=== vector_fp_result_writeback ===
vector_fp_result_writeback, wiring heat map:
29 x 29 tiles, from black (low) to pale yellow (high), scaled to the fullest tile. Values are wire area over tile area, all layers added.
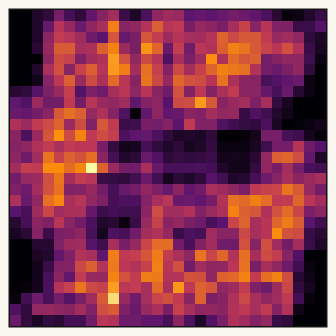

$ cat config.mk
export PLATFORM = sky130hd
export DESIGN_NAME = vector_fp_result_writeback
export DESIGN_NICKNAME = d
export VERILOG_FILES = /design/src/rtl/vector_fp_result_writeback_pkg.sv /design/src/rtl/vector_result_fifo.sv /design/src/rtl/vector_fp_result_writeback.sv
export SDC_FILE = /design/constraint.sdc
export NUM_CORES = 1
export LEC_CHECK = 0
export ABC_AREA = 1
export CORE_MARGIN = 5
export CORE_UTILIZATION = 51
export CTS_BUF_LIST = sky130_fd_sc_hd__clkbuf_16
export DETAILED_ROUTE_END_ITERATION = 12
export PLACE_DENSITY = 0.76
export SYNTH_ARGS = -nofsm -noshare
export SYNTH_HDL_FRONTEND = slang
export SYNTH_SLANG_ARGS = --single-unit
$ cat constraint.sdc
create_clock -name clock -period 15.6 [get_ports clock]
set_clock_uncertainty 0.05 [all_clocks]
set_input_delay 3.12 -clock clock [delete_from_list [all_inputs] [get_ports clock]]
set_output_delay 3.12 -clock clock [all_outputs]
set_load 0.02 [all_outputs]
$ cat src/rtl/vector_fp_result_writeback_pkg.sv
// Shared vector sizing plus the writeback entry and tracking types
// used by the FP conversion writeback stage.
package vector_fp_result_writeback_pkg;

    localparam int VLEN    = 128;
    localparam int ELEN    = 32;
    localparam int ADDR_W  = 5;
    localparam int LANES   = VLEN / ELEN;
    localparam int LATENCY = 2;
    localparam int DEPTH   = 4;
    localparam int CNT_W   = $clog2(DEPTH) + 1;

    typedef struct packed {
        logic [ADDR_W-1:0] vd_addr;
        logic [VLEN-1:0]   data;
        logic [LANES-1:0]  be;
    } writeback_entry_t;

    typedef struct packed {
        logic              valid;
        logic [ADDR_W-1:0] vd_addr;
        logic              vm;
        logic [LANES-1:0]  v0;
        logic [VLEN-1:0]   vd_old;
    } track_t;

    // Masked-off elements keep the old destination contents.
    function automatic writeback_entry_t merge_result(
        input logic [ADDR_W-1:0] addr,
        input logic              vm,
        input logic [LANES-1:0]  v0,
        input logic [VLEN-1:0]   old,
        input logic [VLEN-1:0]   res
    );
        writeback_entry_t e;
        e.vd_addr = addr;
        e.be      = '0;
        e.data    = '0;
        for (int i = 0; i < LANES; i++) begin
            e.be[i] = vm | v0[i];
            e.data[i*ELEN +: ELEN] = e.be[i]
                ? res[i*ELEN +: ELEN]
                : old[i*ELEN +: ELEN];
        end
        return e;
    endfunction

endpackage

$ cat src/rtl/vector_result_fifo.sv
// Small result FIFO with a registered head; pointers carry a wrap bit.
// DEPTH must be a power of two and at least 2.
module vector_result_fifo #(
    parameter int  DEPTH   = 4,
    parameter type entry_t = logic [7:0]
) (
    input  logic                   clock,
    input  logic                   reset,
    input  logic                   flush,
    input  logic                   push,
    input  entry_t                 din,
    input  logic                   pop,
    output entry_t                 dout,
    output logic                   full,
    output logic                   empty,
    output logic [$clog2(DEPTH):0] count
);
    localparam int AW = $clog2(DEPTH);

    entry_t        mem_q [DEPTH];
    entry_t        head_q;
    entry_t        head_d;
    logic [AW:0]   wr_q;
    logic [AW:0]   rd_q;
    logic [AW:0]   wr_d;
    logic [AW:0]   rd_d;
    logic          do_push;
    logic          do_pop;

    assign empty   = (wr_q == rd_q);
    assign full    = (wr_q[AW] != rd_q[AW])
                  && (wr_q[AW-1:0] == rd_q[AW-1:0]);
    assign count   = wr_q - rd_q;
    assign do_push = push && !flush;
    assign do_pop  = pop && !empty && !flush;
    assign dout    = head_q;

    // Next pointers and next head, bypassing a push into the head slot
    always_comb begin
        wr_d   = wr_q + {{AW{1'b0}}, do_push};
        rd_d   = rd_q + {{AW{1'b0}}, do_pop};
        head_d = head_q;
        if (flush) begin
            wr_d = '0;
            rd_d = '0;
        end else if (wr_d != rd_d) begin
            if (do_push && (rd_d[AW-1:0] == wr_q[AW-1:0]))
                head_d = din;
            else
                head_d = mem_q[rd_d[AW-1:0]];
        end
    end

    // Pointer and head register state
    always_ff @(posedge clock or posedge reset) begin
        if (reset) begin
            wr_q   <= '0;
            rd_q   <= '0;
            head_q <= '0;
        end else begin
            wr_q   <= wr_d;
            rd_q   <= rd_d;
            head_q <= head_d;
        end
    end

    // Entry storage; contents are only meaningful between the pointers
    always_ff @(posedge clock) begin
        if (do_push)
            mem_q[wr_q[AW-1:0]] <= din;
    end

endmodule

$ cat src/rtl/vector_fp_result_writeback.sv
// Tracks conversions through the fixed-latency FP unit, merges v0-masked
// elements and buffers results for the vector register file.
module vector_fp_result_writeback
    import vector_fp_result_writeback_pkg::*;
(
    input  logic              clock,
    input  logic              reset,
    input  logic              flush,
    input  logic              issue_valid,
    output logic              issue_ready,
    input  logic [ADDR_W-1:0] issue_vd_addr,
    input  logic              issue_vm,
    input  logic [LANES-1:0]  issue_v0,
    input  logic [VLEN-1:0]   issue_vd_old,
    input  logic [VLEN-1:0]   vd_result,
    output logic              wb_valid,
    input  logic              wb_ready,
    output logic [ADDR_W-1:0] wb_vd_addr,
    output logic [VLEN-1:0]   wb_data,
    output logic [LANES-1:0]  wb_be
);
    localparam logic [CNT_W:0] DEPTH_U = DEPTH;

    track_t            trk_q [LATENCY];
    track_t            trk_in;
    track_t            trk_out;
    writeback_entry_t  merged;
    writeback_entry_t  head;
    logic              accept;
    logic              push;
    logic              pop;
    logic              fifo_full;
    logic              fifo_empty;
    logic [CNT_W-1:0]  fifo_count;
    logic [CNT_W-1:0]  inflight_q;
    logic [CNT_W:0]    used;

    assign used        = {1'b0, fifo_count} + {1'b0, inflight_q};
    assign issue_ready = !reset && !flush && (used < DEPTH_U);
    assign accept      = issue_valid && issue_ready;
    assign trk_out     = trk_q[LATENCY-1];
    assign push        = trk_out.valid;
    assign pop         = wb_valid && wb_ready;

    // Sideband captured alongside each accepted conversion
    always_comb begin
        trk_in         = '0;
        trk_in.valid   = accept;
        trk_in.vd_addr = issue_vd_addr;
        trk_in.vm      = issue_vm;
        trk_in.v0      = issue_v0;
        trk_in.vd_old  = issue_vd_old;
    end

    // Tracking pipeline advances every cycle, mirroring the unit
    always_ff @(posedge clock or posedge reset) begin
        if (reset) begin
            for (int i = 0; i < LATENCY; i++)
                trk_q[i] <= '0;
        end else begin
            trk_q[0] <= trk_in;
            for (int i = 1; i < LATENCY; i++)
                trk_q[i] <= trk_q[i-1];
            if (flush) begin
                for (int i = 0; i < LATENCY; i++)
                    trk_q[i].valid <= 1'b0;
            end
        end
    end

    // In-flight credits: taken on accept, handed to the FIFO on push
    always_ff @(posedge clock or posedge reset) begin
        if (reset)
            inflight_q <= '0;
        else if (flush)
            inflight_q <= '0;
        else
            inflight_q <= inflight_q
                        + {{(CNT_W-1){1'b0}}, accept}
                        - {{(CNT_W-1){1'b0}}, push};
    end

    assign merged = merge_result(
        trk_out.vd_addr,
        trk_out.vm,
        trk_out.v0,
        trk_out.vd_old,
        vd_result
    );

    vector_result_fifo #(
        .DEPTH   (DEPTH),
        .entry_t (writeback_entry_t)
    ) u_fifo (
        .clock (clock),
        .reset (reset),
        .flush (flush),
        .push  (push),
        .din   (merged),
        .pop   (pop),
        .dout  (head),
        .full  (fifo_full),
        .empty (fifo_empty),
        .count (fifo_count)
    );

    assign wb_valid   = !fifo_empty;
    assign wb_vd_addr = head.vd_addr;
    assign wb_data    = head.data;
    assign wb_be      = head.be;

    a_no_overflow: assert property (
        @(posedge clock) disable iff (reset)
        !(push && fifo_full)
    );

    a_credit: assert property (
        @(posedge clock) disable iff (reset)
        used <= DEPTH_U
    );

endmodule

=== finger_gesture_classifier ===
$ cat config.mk
export PLATFORM = sky130hd
export DESIGN_NAME = finger_gesture_classifier
export DESIGN_NICKNAME = d
export VERILOG_FILES = /design/src/rtl/finger_gesture_classifier.sv
export SDC_FILE = /design/constraint.sdc
export NUM_CORES = 1
export LEC_CHECK = 0
export CORE_MARGIN = 2
export CORE_UTILIZATION = 40
export DETAILED_ROUTE_END_ITERATION = 12
export SYNTH_ARGS = -nofsm -noshare
export SYNTH_HDL_FRONTEND = slang
export SYNTH_SLANG_ARGS = --single-unit
$ cat constraint.sdc
create_clock -name clk -period 6.2 [get_ports clk]
set_clock_uncertainty 0.05 [all_clocks]
set_input_delay 1.55 -clock clk [delete_from_list [all_inputs] [get_ports clk]]
set_output_delay 1.55 -clock clk [all_outputs]
set_load 0.03 [all_outputs]
$ cat src/rtl/finger_gesture_classifier.sv
// Finger gesture classifier: smooths per-frame dark-pixel coverage over four frames,
// quantises it to a finger level 0..5 and debounces across frames before committing.
`timescale 1ns/1ps

// state   | meaning
// S_FILL  | window filling after reset or timeout, no classification
// S_TRACK | window full, classification and debounce active
module finger_gesture_classifier #(
    parameter int unsigned FRAME_PIXELS   = 153600,
    parameter int unsigned STABLE_FRAMES  = 3,
    parameter int unsigned TH1            = 100,
    parameter int unsigned TH2            = 200,
    parameter int unsigned TH3            = 300,
    parameter int unsigned TH4            = 400,
    parameter int unsigned TH5            = 500,
    parameter int unsigned TIMEOUT_CYCLES = 307200
) (
    input  logic        clk,
    input  logic        rstn,
    input  logic [17:0] addr,
    input  logic [10:0] detect,
    output logic [2:0]  gesture,
    output logic        gesture_valid,
    output logic        gesture_change,
    output logic [10:0] avg_cov
);

    localparam int unsigned TO_W     = $clog2(TIMEOUT_CYCLES);
    localparam logic [TO_W-1:0] TO_MAX = TO_W'(TIMEOUT_CYCLES - 1);
    localparam logic [17:0] LAST_PIX = 18'(FRAME_PIXELS - 1);
    localparam logic [2:0]  SF       = 3'(STABLE_FRAMES);

    typedef enum logic {S_FILL, S_TRACK} state_t;

    state_t            state_q, state_d;
    logic [17:0]       addr_q;
    logic [3:0][10:0]  win_q, win_d;
    logic [12:0]       sum_q, sum_d;
    logic [2:0]        fill_q, fill_d;
    logic              s1_valid_q, s1_valid_d;
    logic              s2_valid_q, s2_valid_d;
    logic [10:0]       avg_q, avg_d;
    logic [2:0]        level_q, level_d;
    logic [2:0]        cand_q, cand_d, cand_n;
    logic [2:0]        stab_q, stab_d, stab_n;
    logic [TO_W-1:0]   to_cnt_q, to_cnt_d;
    logic [2:0]        gesture_q, gesture_d;
    logic              gv_q, gv_d;
    logic              gc_q, gc_d;
    logic              tick;
    logic              timeout;

    function automatic logic [2:0] level_of(input logic [10:0] a);
        level_of = 3'(a >= 11'(TH1)) + 3'(a >= 11'(TH2)) + 3'(a >= 11'(TH3))
                 + 3'(a >= 11'(TH4)) + 3'(a >= 11'(TH5));
    endfunction

    assign tick    = (addr == 18'd0) && (addr_q == LAST_PIX);
    // A tick in the same cycle always takes precedence over the timeout.
    assign timeout = !tick && (to_cnt_q == TO_MAX);

    always_comb begin
        state_d    = state_q;
        win_d      = win_q;
        sum_d      = sum_q;
        fill_d     = fill_q;
        s1_valid_d = tick;
        s2_valid_d = 1'b0;
        avg_d      = avg_q;
        level_d    = level_q;
        cand_n     = cand_q;
        stab_n     = stab_q;
        cand_d     = cand_q;
        stab_d     = stab_q;
        gesture_d  = gesture_q;
        gv_d       = gv_q;
        gc_d       = 1'b0;
        to_cnt_d   = to_cnt_q;

        if (tick) begin
            to_cnt_d = '0;
        end else if (to_cnt_q != TO_MAX) begin
            to_cnt_d = to_cnt_q + TO_W'(1);
        end

        if (tick) begin
            win_d = {win_q[2:0], detect};
            sum_d = sum_q + 13'(detect) - 13'(win_q[3]);
            if (fill_q != 3'd4) begin
                fill_d = fill_q + 3'd1;
            end
            if (fill_q == 3'd3) begin
                state_d = S_TRACK;
            end
        end

        if (s1_valid_q) begin
            avg_d      = sum_q[12:2];
            level_d    = level_of(sum_q[12:2]);
            s2_valid_d = (state_q == S_TRACK);
        end

        if (s2_valid_q) begin
            if (level_q == cand_q) begin
                stab_n = (stab_q == SF) ? SF : stab_q + 3'd1;
            end else begin
                cand_n = level_q;
                stab_n = 3'd1;
            end
            cand_d = cand_n;
            stab_d = stab_n;
            if ((stab_n == SF) && (!gv_q || (cand_n != gesture_q))) begin
                gesture_d = cand_n;
                gv_d      = 1'b1;
                gc_d      = 1'b1;
            end
        end

        // Lost frame stream: drop the track but keep the last gesture value visible.
        if (timeout) begin
            state_d    = S_FILL;
            win_d      = '0;
            sum_d      = '0;
            fill_d     = '0;
            s1_valid_d = 1'b0;
            s2_valid_d = 1'b0;
            cand_d     = '0;
            stab_d     = '0;
            gv_d       = 1'b0;
            gc_d       = 1'b0;
        end
    end

    always_ff @(posedge clk) begin
        if (!rstn) begin
            state_q    <= S_FILL;
            addr_q     <= '0;
            win_q      <= '0;
            sum_q      <= '0;
            fill_q     <= '0;
            s1_valid_q <= 1'b0;
            s2_valid_q <= 1'b0;
            avg_q      <= '0;
            level_q    <= '0;
            cand_q     <= '0;
            stab_q     <= '0;
            to_cnt_q   <= '0;
            gesture_q  <= '0;
            gv_q       <= 1'b0;
            gc_q       <= 1'b0;
        end else begin
            state_q    <= state_d;
            addr_q     <= addr;
            win_q      <= win_d;
            sum_q      <= sum_d;
            fill_q     <= fill_d;
            s1_valid_q <= s1_valid_d;
            s2_valid_q <= s2_valid_d;
            avg_q      <= avg_d;
            level_q    <= level_d;
            cand_q     <= cand_d;
            stab_q     <= stab_d;
            to_cnt_q   <= to_cnt_d;
            gesture_q  <= gesture_d;
            gv_q       <= gv_d;
            gc_q       <= gc_d;
        end
    end

    assign gesture        = gesture_q;
    assign gesture_valid  = gv_q;
    assign gesture_change = gc_q;
    assign avg_cov        = avg_q;

endmodule

=== pc_disp_ctrl_flat ===
--- src/rtl/pc_disp_ctrl_if.sv ---
// ----------------------------------------------------------------------------
// pc_disp_ctrl_if
// Bus between a program-counter source and the decimal display controller.
//   pc        [31:0] byte program counter (word index pc[17:2] is displayed)
//   upd              update request
//   busy             conversion in progress
//   done             one-cycle pulse when new display values are valid
//   ovf              pc[31:18] was nonzero when the displayed value was captured
//   seg0..seg4 [6:0] active-low abcdefg codes, seg0 = units .. seg4 = 10^4
// master: the side that drives pc/upd; slave: the display controller.
// ----------------------------------------------------------------------------
interface pc_disp_ctrl_if;
    logic [31:0] pc;
    logic        upd;
    logic        busy;
    logic        done;
    logic        ovf;
    logic [6:0]  seg0;
    logic [6:0]  seg1;
    logic [6:0]  seg2;
    logic [6:0]  seg3;
    logic [6:0]  seg4;

    modport master (
        output pc, upd,
        input  busy, done, ovf, seg0, seg1, seg2, seg3, seg4
    );

    modport slave (
        input  pc, upd,
        output busy, done, ovf, seg0, seg1, seg2, seg3, seg4
    );
endinterface

--- src/rtl/pc_disp_ctrl.sv ---
// ----------------------------------------------------------------------------
// pc_disp_ctrl
// Converts the word index pc[17:2] to five decimal digits with a sequential
// shift-add-3 (one bit per clock) and drives five 7-segment displays.
// A conversion starts on an update request, an auto-refresh tick, or a
// request that arrived while a previous conversion was running (pending).
//
// Parameters:
//   AUTO_PERIOD  auto-refresh interval in clk cycles, 0 disables auto-refresh
// Ports:
//   clk          clock, rising edge
//   rst          asynchronous active-high reset
//   bus          pc_disp_ctrl_if.slave (pc, upd in; busy, done, ovf, seg0..4 out)
// Build option:
//   PCDISP_LZB_EN  when defined, seg4..seg1 are blanked while they and all
//                  higher digits are zero; seg0 is never blanked.
// ----------------------------------------------------------------------------
module pc_disp_ctrl #(
    parameter int unsigned AUTO_PERIOD = 50000
) (
    input  logic           clk,
    input  logic           rst,
    pc_disp_ctrl_if.slave  bus
);

    typedef enum logic [1:0] {IDLE, SHIFT, LATCH} state_t;

    state_t      state_reg, state_next;
    logic [15:0] sh_reg, sh_next;
    logic [19:0] bcd_reg, bcd_next;
    logic [15:0] bcd_adj;
    logic [3:0]  bit_reg, bit_next;
    logic        pend_reg, pend_next;
    logic        ovf_cap_reg, ovf_cap_next;
    logic        ovf_reg, ovf_next;
    logic [19:0] dig_reg, dig_next;
    logic        done_reg, done_next;
    logic        tick;
    logic        new_req;
    logic        req;
    logic [6:0]  seg_w [5];
    logic        unused_pc_lsb;

    assign unused_pc_lsb = ^bus.pc[1:0];

    // ---------------- auto-refresh tick ----------------
    generate
        if (AUTO_PERIOD > 0) begin : g_auto
            localparam int CW = (AUTO_PERIOD > 1) ? $clog2(AUTO_PERIOD) : 1;
            localparam logic [CW-1:0] TERM = CW'(AUTO_PERIOD - 1);
            logic [CW-1:0] cnt_reg;

            always_ff @(posedge clk or posedge rst) begin
                if (rst)
                    cnt_reg <= '0;
                else if (cnt_reg == TERM)
                    cnt_reg <= '0;
                else
                    cnt_reg <= cnt_reg + CW'(1);
            end

            assign tick = (cnt_reg == TERM);
        end else begin : g_noauto
            assign tick = 1'b0;
        end
    endgenerate

    // upd and tick in the same cycle are a single request
    assign new_req = bus.upd | tick;
    assign req     = new_req | pend_reg;

    // Add-3 correction for digits 0..3. Digit 4 needs none: with a 16-bit
    // input it is at most 3 before the final shift, so it never reaches 5.
    genvar gi;
    generate
        for (gi = 0; gi < 4; gi++) begin : g_adj
            assign bcd_adj[gi*4 +: 4] = (bcd_reg[gi*4 +: 4] >= 4'd5) ?
                                        bcd_reg[gi*4 +: 4] + 4'd3 :
                                        bcd_reg[gi*4 +: 4];
        end
    endgenerate

    // ---------------- FSM: next state / datapath ----------------
    always_comb begin
        state_next   = state_reg;
        sh_next      = sh_reg;
        bcd_next     = bcd_reg;
        bit_next     = bit_reg;
        pend_next    = pend_reg;
        ovf_cap_next = ovf_cap_reg;
        ovf_next     = ovf_reg;
        dig_next     = dig_reg;
        done_next    = 1'b0;
        case (state_reg)
            IDLE: begin
                if (req) begin
                    sh_next      = bus.pc[17:2];
                    bcd_next     = '0;
                    ovf_cap_next = |bus.pc[31:18];
                    bit_next     = '0;
                    pend_next    = 1'b0;
                    state_next   = SHIFT;
                end
            end
            SHIFT: begin
                pend_next = pend_reg | new_req;
                bcd_next  = {bcd_reg[18:16], bcd_adj, sh_reg[15]};
                sh_next   = {sh_reg[14:0], 1'b0};
                bit_next  = bit_reg + 4'd1;
                if (bit_reg == 4'd15)
                    state_next = LATCH;
            end
            LATCH: begin
                pend_next  = pend_reg | new_req;
                dig_next   = bcd_reg;
                ovf_next   = ovf_cap_reg;
                done_next  = 1'b1;
                state_next = IDLE;
            end
            default: state_next = IDLE;
        endcase
    end

    // ---------------- FSM: state register ----------------
    always_ff @(posedge clk or posedge rst) begin
        if (rst) begin
            state_reg   <= IDLE;
            sh_reg      <= '0;
            bcd_reg     <= '0;
            bit_reg     <= '0;
            pend_reg    <= 1'b0;
            ovf_cap_reg <= 1'b0;
            ovf_reg     <= 1'b0;
            dig_reg     <= '0;
            done_reg    <= 1'b0;
        end else begin
            state_reg   <= state_next;
            sh_reg      <= sh_next;
            bcd_reg     <= bcd_next;
            bit_reg     <= bit_next;
            pend_reg    <= pend_next;
            ovf_cap_reg <= ovf_cap_next;
            ovf_reg     <= ovf_next;
            dig_reg     <= dig_next;
            done_reg    <= done_next;
        end
    end

    // ---------------- segment decode ----------------
    function automatic logic [6:0] seg_code(input logic [3:0] d);
        logic [6:0] s;
        case (d)
            4'd0:    s = 7'b0000001;
            4'd1:    s = 7'b1001111;
            4'd2:    s = 7'b0010010;
            4'd3:    s = 7'b0000110;
            4'd4:    s = 7'b1001100;
            4'd5:    s = 7'b0100100;
            4'd6:    s = 7'b0100000;
            4'd7:    s = 7'b0001111;
            4'd8:    s = 7'b0000000;
            4'd9:    s = 7'b0000100;
            default: s = 7'b1111111;
        endcase
        return s;
    endfunction

    generate
        for (gi = 0; gi < 5; gi++) begin : g_seg
`ifdef PCDISP_LZB_EN
            if (gi == 0) begin : g_units
                assign seg_w[gi] = seg_code(dig_reg[3:0]);
            end else begin : g_lzb
                // blank while this digit and every higher digit are zero
                assign seg_w[gi] = (dig_reg[19:gi*4] == '0) ? 7'b1111111 :
                                   seg_code(dig_reg[gi*4 +: 4]);
            end
`else
            assign seg_w[gi] = seg_code(dig_reg[gi*4 +: 4]);
`endif
        end
    endgenerate

    assign bus.busy = (state_reg != IDLE);
    assign bus.done = done_reg;
    assign bus.ovf  = ovf_reg;
    assign bus.seg0 = seg_w[0];
    assign bus.seg1 = seg_w[1];
    assign bus.seg2 = seg_w[2];
    assign bus.seg3 = seg_w[3];
    assign bus.seg4 = seg_w[4];

endmodule

--- src/flat_wrapper.sv ---
// flat-port wrapper written by rule: the top's interface ports become plain ports
module pc_disp_ctrl_flat 
#(
    parameter int unsigned AUTO_PERIOD = 50000
)
  (clk, rst, bus_pc, bus_upd, bus_busy, bus_done, bus_ovf, bus_seg0, bus_seg1, bus_seg2, bus_seg3, bus_seg4);
  pc_disp_ctrl_if bus_i ();
  input  logic clk;
  input  logic rst;
  input wire logic [$bits(bus_i.pc)-1:0] bus_pc;
  input wire logic [$bits(bus_i.upd)-1:0] bus_upd;
  output wire logic [$bits(bus_i.busy)-1:0] bus_busy;
  output wire logic [$bits(bus_i.done)-1:0] bus_done;
  output wire logic [$bits(bus_i.ovf)-1:0] bus_ovf;
  output wire logic [$bits(bus_i.seg0)-1:0] bus_seg0;
  output wire logic [$bits(bus_i.seg1)-1:0] bus_seg1;
  output wire logic [$bits(bus_i.seg2)-1:0] bus_seg2;
  output wire logic [$bits(bus_i.seg3)-1:0] bus_seg3;
  output wire logic [$bits(bus_i.seg4)-1:0] bus_seg4;
  assign bus_i.pc = bus_pc;
  assign bus_i.upd = bus_upd;
  assign bus_busy = bus_i.busy;
  assign bus_done = bus_i.done;
  assign bus_ovf = bus_i.ovf;
  assign bus_seg0 = bus_i.seg0;
  assign bus_seg1 = bus_i.seg1;
  assign bus_seg2 = bus_i.seg2;
  assign bus_seg3 = bus_i.seg3;
  assign bus_seg4 = bus_i.seg4;
  pc_disp_ctrl #(.AUTO_PERIOD(AUTO_PERIOD)) u_core (.clk(clk), .rst(rst), .bus(bus_i));
endmodule
--- config.mk ---
export PLATFORM = sky130hd
export DESIGN_NAME = pc_disp_ctrl_flat
export DESIGN_NICKNAME = d
export VERILOG_FILES = /design/src/rtl/pc_disp_ctrl_if.sv /design/src/rtl/pc_disp_ctrl.sv /design/src/flat_wrapper.sv
export SDC_FILE = /design/constraint.sdc
export NUM_CORES = 1
export LEC_CHECK = 0
export CAP_MARGIN = 15
export CORE_ASPECT_RATIO = 0.75
export CORE_MARGIN = 5
export CORE_UTILIZATION = 60
export CTS_BUF_LIST = sky130_fd_sc_hd__clkbuf_4 sky130_fd_sc_hd__clkbuf_8
export DETAILED_ROUTE_END_ITERATION = 6
export GPL_TIMING_DRIVEN = 0
export PLACE_DENSITY = 0.95
export SETUP_SLACK_MARGIN = 0.15
export SLEW_MARGIN = 20
export SYNTH_ARGS = -nofsm -noshare
export SYNTH_HDL_FRONTEND = slang
export SYNTH_SLANG_ARGS = --single-unit
--- constraint.sdc ---
create_clock -name clk -period 4.9 [get_ports clk]
set_input_delay 0.98 -clock clk [delete_from_list [all_inputs] [get_ports clk]]
set_output_delay 0.98 -clock clk [all_outputs]
set_load 0.02 [all_outputs]
=== lsu_dmem_ctrl_flat ===
`src/rtl/lsu_dmem_ctrl_if.sv`:
```
// Core-side request/response and DMEM-side signals of the load/store unit.
// slave: seen by the LSU; master: seen by the core and DMEM around it.
interface lsu_dmem_ctrl_if #(
  parameter int AW = 32
);
  logic          Req;
  logic          WE;
  logic [2:0]    Funct3;
  logic [AW-1:0] Addr;
  logic [31:0]   WData;
  logic          Ready;
  logic          Done;
  logic          Fault;
  logic [31:0]   RData;
  logic [AW-1:0] Mem_Addr;
  logic [31:0]   Mem_DataW;
  logic          Mem_RW;
  logic [31:0]   Mem_DataR;

  modport slave (
    input  Req, WE, Funct3, Addr, WData, Mem_DataR,
    output Ready, Done, Fault, RData,
    output Mem_Addr, Mem_DataW, Mem_RW
  );

  modport master (
    output Req, WE, Funct3, Addr, WData, Mem_DataR,
    input  Ready, Done, Fault, RData,
    input  Mem_Addr, Mem_DataW, Mem_RW
  );
endinterface

```
`src/rtl/lsu_dmem_ctrl.sv`:
```
// Load/store unit in front of a word-wide, big-endian, registered-read DMEM.
// Sub-word stores are done as read-modify-write of the containing word.
module lsu_dmem_ctrl #(
  parameter int ADDR_MEM_WIDTH_LENGTH = 32
) (
  input  logic           Clk,
  input  logic           Rst_n,
  lsu_dmem_ctrl_if.slave bus
);
  localparam int AW = ADDR_MEM_WIDTH_LENGTH;

  typedef enum logic [2:0] {
    IDLE, READ, WAIT, WRITE, DONE
  } state_e;

  state_e        state_q, state_d;
  logic          we_q;
  logic [2:0]    f3_q;
  logic [1:0]    off_q;
  logic [15:0]   wlo_q;
  logic          fault_q;
  logic [AW-1:0] addr_q;
  logic [31:0]   dataw_q;
  logic [31:0]   rdata_q;

  logic          accept;
  logic          f3_ok;
  logic          algn_ok;
  logic          req_ok;
  logic          is_sw;
  logic [7:0]    rd_b;
  logic [15:0]   rd_h;
  logic [31:0]   ld_ext;
  logic [31:0]   merged;

  assign accept = bus.Req && (state_q == IDLE);
  assign is_sw  = bus.WE && (bus.Funct3 == 3'd2);
  assign req_ok = f3_ok && algn_ok;

  always_comb begin
    if (bus.WE)
      f3_ok = bus.Funct3 inside {3'd0, 3'd1, 3'd2};
    else
      f3_ok = bus.Funct3 inside {3'd0, 3'd1, 3'd2, 3'd4, 3'd5};
    unique case (bus.Funct3[1:0])
      2'd1:    algn_ok = ~bus.Addr[0];
      2'd2:    algn_ok = (bus.Addr[1:0] == 2'b00);
      default: algn_ok = 1'b1;
    endcase
  end

  // Byte k of a word sits at bits [31-8k -: 8]
  always_comb begin
    unique case (off_q)
      2'd0:    rd_b = bus.Mem_DataR[31:24];
      2'd1:    rd_b = bus.Mem_DataR[23:16];
      2'd2:    rd_b = bus.Mem_DataR[15:8];
      default: rd_b = bus.Mem_DataR[7:0];
    endcase
    rd_h = off_q[1] ? bus.Mem_DataR[15:0] : bus.Mem_DataR[31:16];

    ld_ext = bus.Mem_DataR;
    unique case (1'b1)
      f3_q == 3'd0: ld_ext = {{24{rd_b[7]}}, rd_b};
      f3_q == 3'd1: ld_ext = {{16{rd_h[15]}}, rd_h};
      f3_q == 3'd4: ld_ext = {24'h0, rd_b};
      f3_q == 3'd5: ld_ext = {16'h0, rd_h};
      default: ;
    endcase

    merged = bus.Mem_DataR;
    if (f3_q[0]) begin
      if (off_q[1]) merged[15:0]  = wlo_q;
      else          merged[31:16] = wlo_q;
    end else begin
      unique case (off_q)
        2'd0:    merged[31:24] = wlo_q[7:0];
        2'd1:    merged[23:16] = wlo_q[7:0];
        2'd2:    merged[15:8]  = wlo_q[7:0];
        default: merged[7:0]   = wlo_q[7:0];
      endcase
    end
  end

  always_ff @(posedge Clk or negedge Rst_n) begin
    if (!Rst_n) state_q <= IDLE;
    else        state_q <= state_d;
  end

  always_comb begin
    state_d = state_q;
    unique case (state_q)
      IDLE:  if (accept)
               state_d = !req_ok ? DONE : is_sw ? WRITE : READ;
      READ:  state_d = WAIT;
      WAIT:  state_d = we_q ? WRITE : DONE;
      WRITE: state_d = DONE;
      DONE:  state_d = IDLE;
      default: state_d = IDLE;
    endcase
  end

  // Mem_RW decodes state directly so reset drops it without a clock
  always_comb begin
    bus.Ready  = (state_q == IDLE);
    bus.Done   = (state_q == DONE);
    bus.Mem_RW = (state_q == WRITE);
    bus.Fault  = (state_q == DONE) && fault_q;
  end

  assign bus.RData     = rdata_q;
  assign bus.Mem_Addr  = addr_q;
  assign bus.Mem_DataW = dataw_q;

  always_ff @(posedge Clk or negedge Rst_n) begin
    if (!Rst_n) begin
      we_q    <= 1'b0;
      f3_q    <= 3'd0;
      off_q   <= 2'd0;
      wlo_q   <= 16'h0;
      fault_q <= 1'b0;
      addr_q  <= '0;
      dataw_q <= 32'h0;
      rdata_q <= 32'h0;
    end else begin
      if (accept) begin
        we_q    <= bus.WE;
        f3_q    <= bus.Funct3;
        off_q   <= bus.Addr[1:0];
        wlo_q   <= bus.WData[15:0];
        fault_q <= !req_ok;
        addr_q  <= {bus.Addr[AW-1:2], 2'b00};
        if (req_ok && is_sw) dataw_q <= bus.WData;
      end
      if (state_q == WAIT) begin
        if (we_q) dataw_q <= merged;
        else      rdata_q <= ld_ext;
      end
    end
  end
endmodule

```
`src/flat_wrapper.sv`:
```
// flat-port wrapper written by rule: the top's interface ports become plain ports
module lsu_dmem_ctrl_flat 
#(
  parameter int ADDR_MEM_WIDTH_LENGTH = 32
)
  (Clk, Rst_n, bus_Req, bus_WE, bus_Funct3, bus_Addr, bus_WData, bus_Mem_DataR, bus_Ready, bus_Done, bus_Fault, bus_RData, bus_Mem_Addr, bus_Mem_DataW, bus_Mem_RW);
  lsu_dmem_ctrl_if #(.AW(32)) bus_i ();
  input  logic Clk;
  input  logic Rst_n;
  input wire logic [$bits(bus_i.Req)-1:0] bus_Req;
  input wire logic [$bits(bus_i.WE)-1:0] bus_WE;
  input wire logic [$bits(bus_i.Funct3)-1:0] bus_Funct3;
  input wire logic [$bits(bus_i.Addr)-1:0] bus_Addr;
  input wire logic [$bits(bus_i.WData)-1:0] bus_WData;
  input wire logic [$bits(bus_i.Mem_DataR)-1:0] bus_Mem_DataR;
  output wire logic [$bits(bus_i.Ready)-1:0] bus_Ready;
  output wire logic [$bits(bus_i.Done)-1:0] bus_Done;
  output wire logic [$bits(bus_i.Fault)-1:0] bus_Fault;
  output wire logic [$bits(bus_i.RData)-1:0] bus_RData;
  output wire logic [$bits(bus_i.Mem_Addr)-1:0] bus_Mem_Addr;
  output wire logic [$bits(bus_i.Mem_DataW)-1:0] bus_Mem_DataW;
  output wire logic [$bits(bus_i.Mem_RW)-1:0] bus_Mem_RW;
  assign bus_i.Req = bus_Req;
  assign bus_i.WE = bus_WE;
  assign bus_i.Funct3 = bus_Funct3;
  assign bus_i.Addr = bus_Addr;
  assign bus_i.WData = bus_WData;
  assign bus_i.Mem_DataR = bus_Mem_DataR;
  assign bus_Ready = bus_i.Ready;
  assign bus_Done = bus_i.Done;
  assign bus_Fault = bus_i.Fault;
  assign bus_RData = bus_i.RData;
  assign bus_Mem_Addr = bus_i.Mem_Addr;
  assign bus_Mem_DataW = bus_i.Mem_DataW;
  assign bus_Mem_RW = bus_i.Mem_RW;
  lsu_dmem_ctrl #(.ADDR_MEM_WIDTH_LENGTH(ADDR_MEM_WIDTH_LENGTH)) u_core (.Clk(Clk), .Rst_n(Rst_n), .bus(bus_i));
endmodule
```
`config.mk`:
```
export PLATFORM = sky130hd
export DESIGN_NAME = lsu_dmem_ctrl_flat
export DESIGN_NICKNAME = d
export VERILOG_FILES = /design/src/rtl/lsu_dmem_ctrl_if.sv /design/src/rtl/lsu_dmem_ctrl.sv /design/src/flat_wrapper.sv
export SDC_FILE = /design/constraint.sdc
export NUM_CORES = 1
export LEC_CHECK = 0
export CORE_UTILIZATION = 46
export CTS_CLUSTER_SIZE = 8
export DETAILED_ROUTE_END_ITERATION = 10
export PLACE_DENSITY = 0.81
export SKIP_CTS_REPAIR_TIMING = 1
export SLEW_MARGIN = 10
export SYNTH_ARGS = -nofsm -noshare
export SYNTH_HDL_FRONTEND = slang
export SYNTH_SLANG_ARGS = --single-unit
export TNS_END_PERCENT = 30
```
`constraint.sdc`:
```
create_clock -name Clk -period 1.7 [get_ports Clk]
set_clock_uncertainty 0.05 [all_clocks]
set_input_delay 0.255 -clock Clk [delete_from_list [all_inputs] [get_ports Clk]]
set_output_delay 0.255 -clock Clk [all_outputs]
set_load 0.005 [all_outputs]
```
lsu_dmem_ctrl_flat, cell outlines without signal wires:
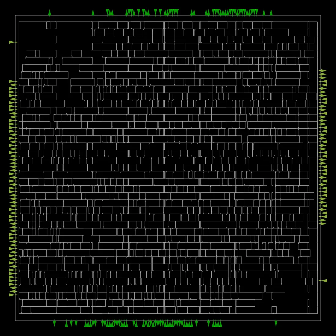
num rows: 41
fin cells: 1,127

lsu_dmem_ctrl_flat, wiring heat map:
23 x 23 tiles, from black (low) to pale yellow (high), scaled to the fullest tile. Values are wire area over tile area, all layers added.
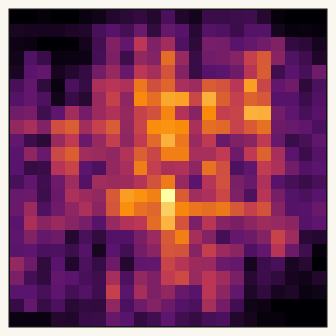
emptiest ninth of the die = north-west
tiles over half the peak = 19%
mean over tiles = 0.30
routed wire length per instance: 20.74 um
DR vias: 6,774
gr usage total: 32.11%

==> ci_impl_report.md, lsu_dmem_ctrl_flat <==
### Metrics collected by this job

| Metric | Value |
|---|---|
| Max Root-Sink Buffers | `2` |
| Status | `complete, but fails checks` |
| Power after layout | `0.01687 W` |
| Cell with the most instances after synthesis | `nand2_1` |
| Tool warnings | `30` |
| Fraction of layout cells with a size suffix above 1 | `21.15%` |
| Clk latency late pin | `410 ps` |
| Yosys Chip Area | `6052 um2` |
| Logic area | `2939 um2` |
| Min Clock Period, post-route | `1827 ps` |
| CP max-delay cell | `dfrtp_2` |
| Adder Area Share | `0.6202%` |
| Largest class | `registers` |
| Violations in the final reports | `negative setup slack` |
| Final net count | `1,049` |
| Seq share, synth | `49.62%` |
| Hold Path End | `u_core.f3_q[0]$_DFFE_PN0P_` |
| Via density | `6.011` |
| Fin worst setup slack | `-127.2 ps` |
| First-pass GRT wire length | `32,630 um` |
| Final setup viols | `51` |
| Hold Vio Cnt, Final | `0` |
| P_leak | `4.471 nW` |
| Post-synth top area cell | `dfrtp_1` |
| Seq/total area | `30.76%` |
| Largest net degree at the start of global routing | `46` |
| Clk_buf instances | `24` |
| CTS H-tree depth | `4` |
| Slew Viols, Final | `0` |
==> lsu_dmem_ctrl_flat: registers in the layout, summed over array words and instances, names as in the netlist <==
| name | cells |
|---|---|
| u_core.state_q | 3 |
| u_core.we_q | 1 |
| u_core.bus.RData | 32 |
| u_core.f3_q | 3 |
| u_core.wlo_q | 16 |
| u_core.bus.Mem_DataW | 32 |
| u_core.fault_q | 1 |
| u_core.bus.Mem_Addr | 30 |
| u_core.off_q | 2 |
==> lsu_dmem_ctrl_flat: layer usage <==
layer	global-route usage (%)	part of all wire (%)
met3	8.822	11
met1	39.20	37
met5	0	0
met2	52.54	48
met4	15.86	4.9
finger_gesture_classifier, selected gate families:
The bar under the picture is 50 um long.
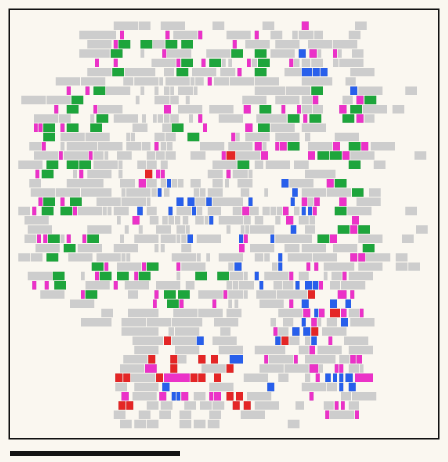
nor cells -> magenta  # cells 132, where widely spread
and/or cells -> red  # cells 25
nand cells -> blue  # cells 54
mux cells -> green  # cells 69
Top cell excl fill/tap: dfxtp_1
fin cells: 861
fraction of area in multi-input gates: 42.59%

==> ci_impl_report.md, finger_gesture_classifier <==
### Metrics collected by this job

| Metric | Value |
|---|---|
| Status | `finished, final reports clean` |
| Yosys xor share | `4.584%` |
| Comb group | `0.000102 W` |
| Non-Clock Inverter Count | `57` |
| Met2 wire len | `4807 um` |
| Total setup buffers inserted after CTS | `0` |
| Main area contributors | `dfxtp_1, mux2i_1, nor2_1` |
| Inst Count DP | `829` |
| Clock group total power | `0.00102 W` |
| Final Wtd Congestion | `0.8432` |
| GR Layer Usage met1 | `19.08%` |
| Comb area leader | `simple AND/OR/NAND/NOR gates` |
| Cell with the most instances after synthesis | `dfxtp_1` |
| Hold depth | `2` |
| Syn Nets | `686` |
finger_gesture_classifier: final timing paths:
| path | slack (ps) | from | to |
|---|---|---|---|
| setup / recovery | 2180 | detect[2] | sum_q[12]$_SDFFE_PP0P_ |
| hold / removal | 420 | gesture_valid$_SDFFE_PP0P_ | gesture_valid$_SDFFE_PP0P_ |
| setup reg to reg | 3220 | sum_q[11]$_SDFFE_PP0P_ | level_q[1]$_SDFFE_PN0P_ |
| hold reg to reg | 420 | gesture_valid$_SDFFE_PP0P_ | gesture_valid$_SDFFE_PP0P_ |
pc_disp_ctrl_flat, selected gate families:
The bar under the picture is 20 um long.
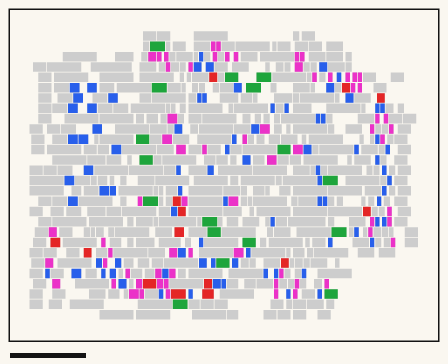
nand cells -> blue  # cells 83
nor cells -> magenta  # cells 66
and/or cells -> red  # cells 14
mux cells -> green  # cells 17

==> ci_impl_report.md, pc_disp_ctrl_flat <==
### Metrics collected by this job

| Metric | Value |
|---|---|
| Status | `finished, final reports clean` |
| Max-Cap Viols | `0` |
| Slew Viols, Final | `0` |
| Final setup viols | `0` |
| Fin worst setup slack | `1661 ps` |
| Ys async rst share | `100.0%` |
| # resized after CTS | `0` |
| Power Sequential | `0.00110 W` |
| CP Capture Type | `primary output` |
| Gr usage total | `23.17%` |
| DRT antenna net count | `0` |
| NetSw | `0.001711 W` |
| # Cells Yosys | `497` |
| Startpoint types | `flop` |
| Hold Path End | `u_core.g_auto.cnt_reg[15]$_DFF_PP0_` |
| Total setup buffers inserted after CTS | `0` |
## pc_disp_ctrl_flat: how the worst max path moves through the flow
stage                                              from                             to  cells past startpoint
after detailed placement                        bus_upd  u_core.bcd_reg[4]$_DFFE_PP0P_                      6
after floorplan                                     rst  u_core.bcd_reg[0]$_DFFE_PP0P_                      1
final                     u_core.dig_reg[9]$_DFFE_PP0P_                    bus_seg2[6]                      6
after global routing      u_core.dig_reg[9]$_DFFE_PP0P_                    bus_seg2[6]                      6
after global placement                              rst   u_core.sh_reg[4]$_DFFE_PP0P_                      2
after CTS                 u_core.dig_reg[9]$_DFFE_PP0P_                    bus_seg2[6]                      6
vector_fp_result_writeback, cell outlines without signal wires:
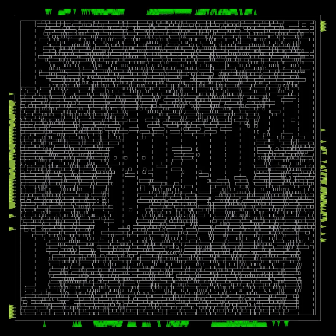
Final Util: 60.97%
fin cells: 5,316
tap cells: 1,040
fillcell total: 5,980
num rows: 102

## Picture notes: 'wiring heat map' of vector_fp_result_writeback
tiles over half the peak = 24%
nearly empty tiles = 6.3%
emptiest ninth of the die = centre
mean over tiles = 0.18
fullest tile = 0.52
routed wire length per instance: 17.61 um
DR vias: 26,524

==> ci_impl_report.md, vector_fp_result_writeback <==
### Metrics collected by this job

| Metric | Value |
|---|---|
| DP Wirelength | `53,520 um` |
| Pre-CTS setup slack | `7116 ps` |
| Clk latency late pin | `650 ps` |
| Clock buf/inv share | `6.562%` |
| Cell chain of the critical path | `clkdlybuf4s50_1 > nor4_1 > clkdlybuf4s50_1` |
| Startpoint types | `input port` |
| Core area | `77,210 um2` |
| Length of routed wiring on met1 | `36,960 um` |
| Max Clk Rate | `118.1 MHz` |
| Power Sequential | `0.00306 W` |
| Post-synth top cells | `nand2_1, edfxtp_1, dfrtp_1, inv_1, nor2_1` |
| Logic area | `10,110 um2` |
| Largest class | `registers` |
| Seq share, synth | `68.49%` |
| CTS buffer count | `98` |
| Syn Nets | `4,121` |
| Pwr per Cell Area | `134.1 nW/um2` |
| CTS H-tree depth | `3` |
| Synth flops | `972` |
| Max Root-Sink Buffers | `3` |
| CP max FO | `14` |
| Fraction of layout cells with a size suffix above 1 | `6.762%` |
| Port Buffers | `409` |
| Clk_buf instances | `104` |
| Slew Viols, Final | `0` |
| Status | `finished, final reports clean` |
| # Cells Yosys | `3,838` |
| Fin worst setup slack | `7131 ps` |
vector_fp_result_writeback: path summary, 6_finish.rpt:
kind                                               end                     start  cells past startpoint
min reg2reg                      trk_out[39]$_DFF_PP0_      trk_q[178]$_DFF_PP0_                      0
min in group asynchronous      inflight_q[0]$_DFF_PP0_                     reset                      2
max in group asynchronous  u_fifo.dout[15]$_DFFE_PP0P_                     reset                      3
max reg2reg                u_fifo.dout[18]$_DFFE_PP0P_  u_fifo.wr_q[0]$_DFF_PP0_                     15
min                              trk_out[39]$_DFF_PP0_      trk_q[178]$_DFF_PP0_                      0
max                                        issue_ready                     flush                      3

==> notes/layouts.md <==
Pictures saved along the way, in no particular order.

Layout detail.
(a)
The bar under the picture is 10 um long. Window x 44 to 69, y 14 to 39 um. Cells in grey, sequential cells in the stronger grey; small squares are vias.
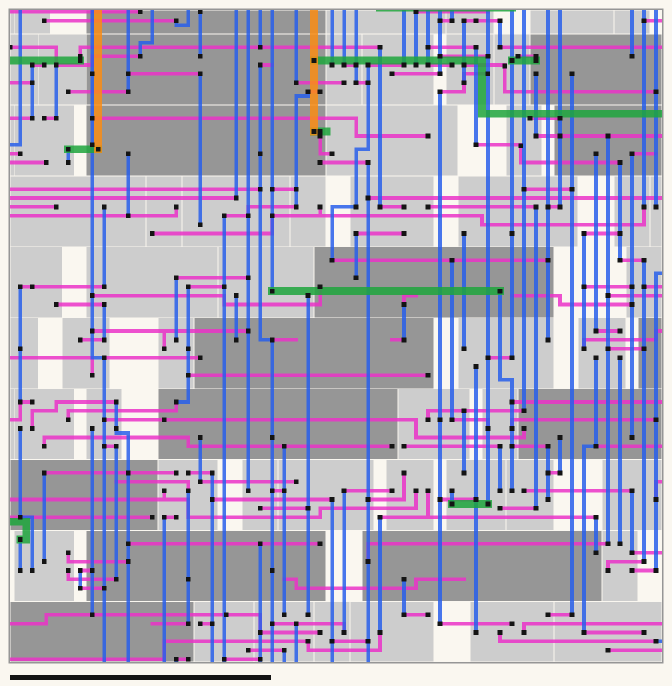
(b)
The bar under the picture is 10 um long. Window x 50 to 75, y 25 to 50 um. Cells in grey, sequential cells in the stronger grey; small squares are vias.
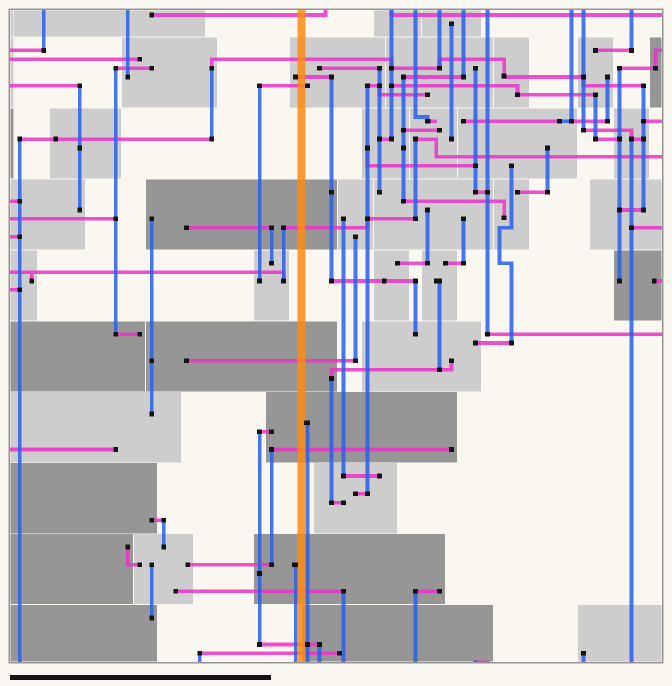
(c)
The bar under the picture is 10 um long. Window x 46 to 71, y 23 to 48 um. Cells in grey, sequential cells in the stronger grey; small squares are vias.
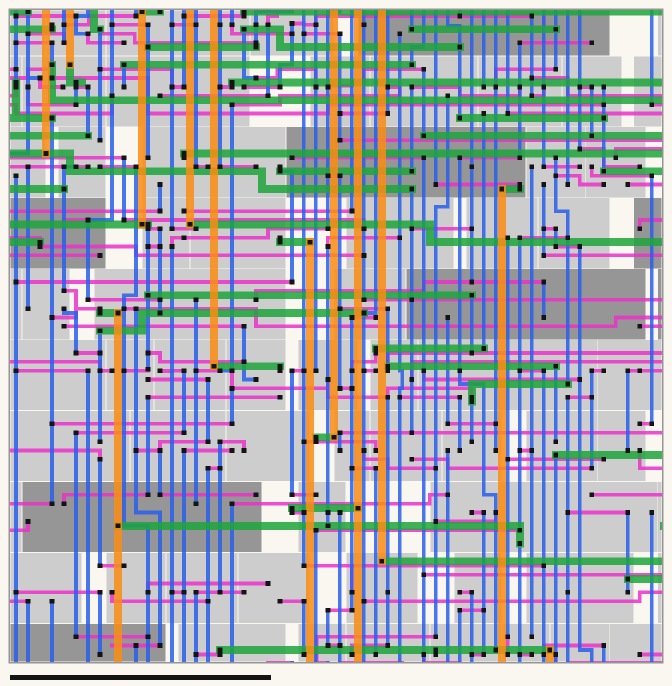
(d)
The bar under the picture is 10 um long. Window x 132 to 157, y 74 to 99 um. Cells in grey, sequential cells in the stronger grey; small squares are vias.
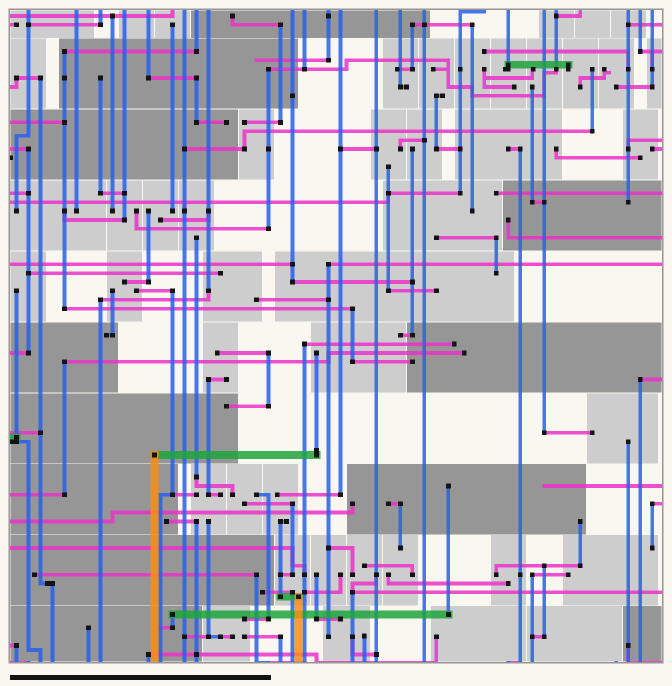
The one with the smallest die is (a).
(c) -> lsu_dmem_ctrl_flat
(d) -> vector_fp_result_writeback
(a) -> pc_disp_ctrl_flat
(b) -> finger_gesture_classifier

Key to (d):
M3 -> green
M4 -> orange
M1 -> magenta
M2 -> blue
sequential cells in the window = 9
most frequent = nand2_1 (15), inv_1 (5), edfxtp_1 (5)
netlist names of flops here include = u_fifo.mem_q (5), u_fifo.dout (2)
cells with their middle in the window = 47



==> layout pictures side by side <==
Clock network drawn from the DEF.
panel A
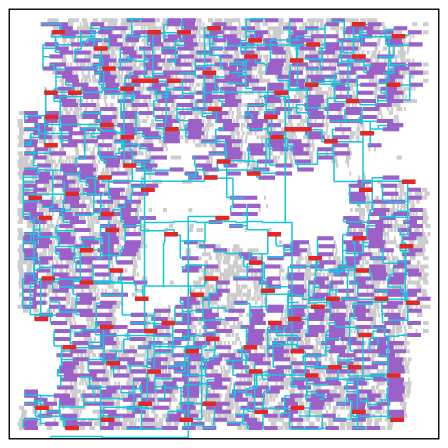
panel B
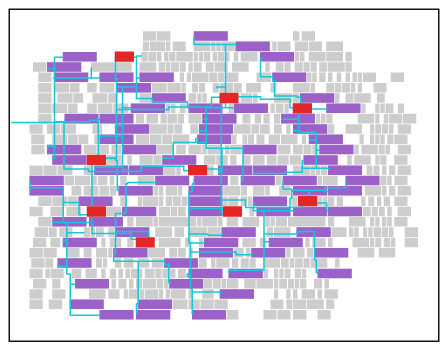
panel C
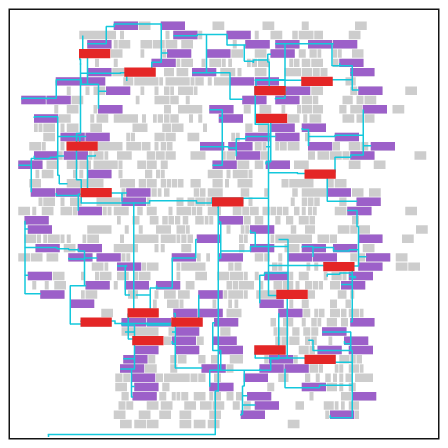
panel D
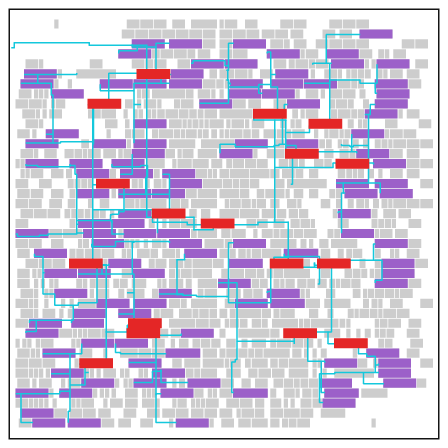
pc_disp_ctrl_flat: panel B
vector_fp_result_writeback: panel A
finger_gesture_classifier: panel C
lsu_dmem_ctrl_flat: panel D

Power is estimated from default activity; no workload was simulated.
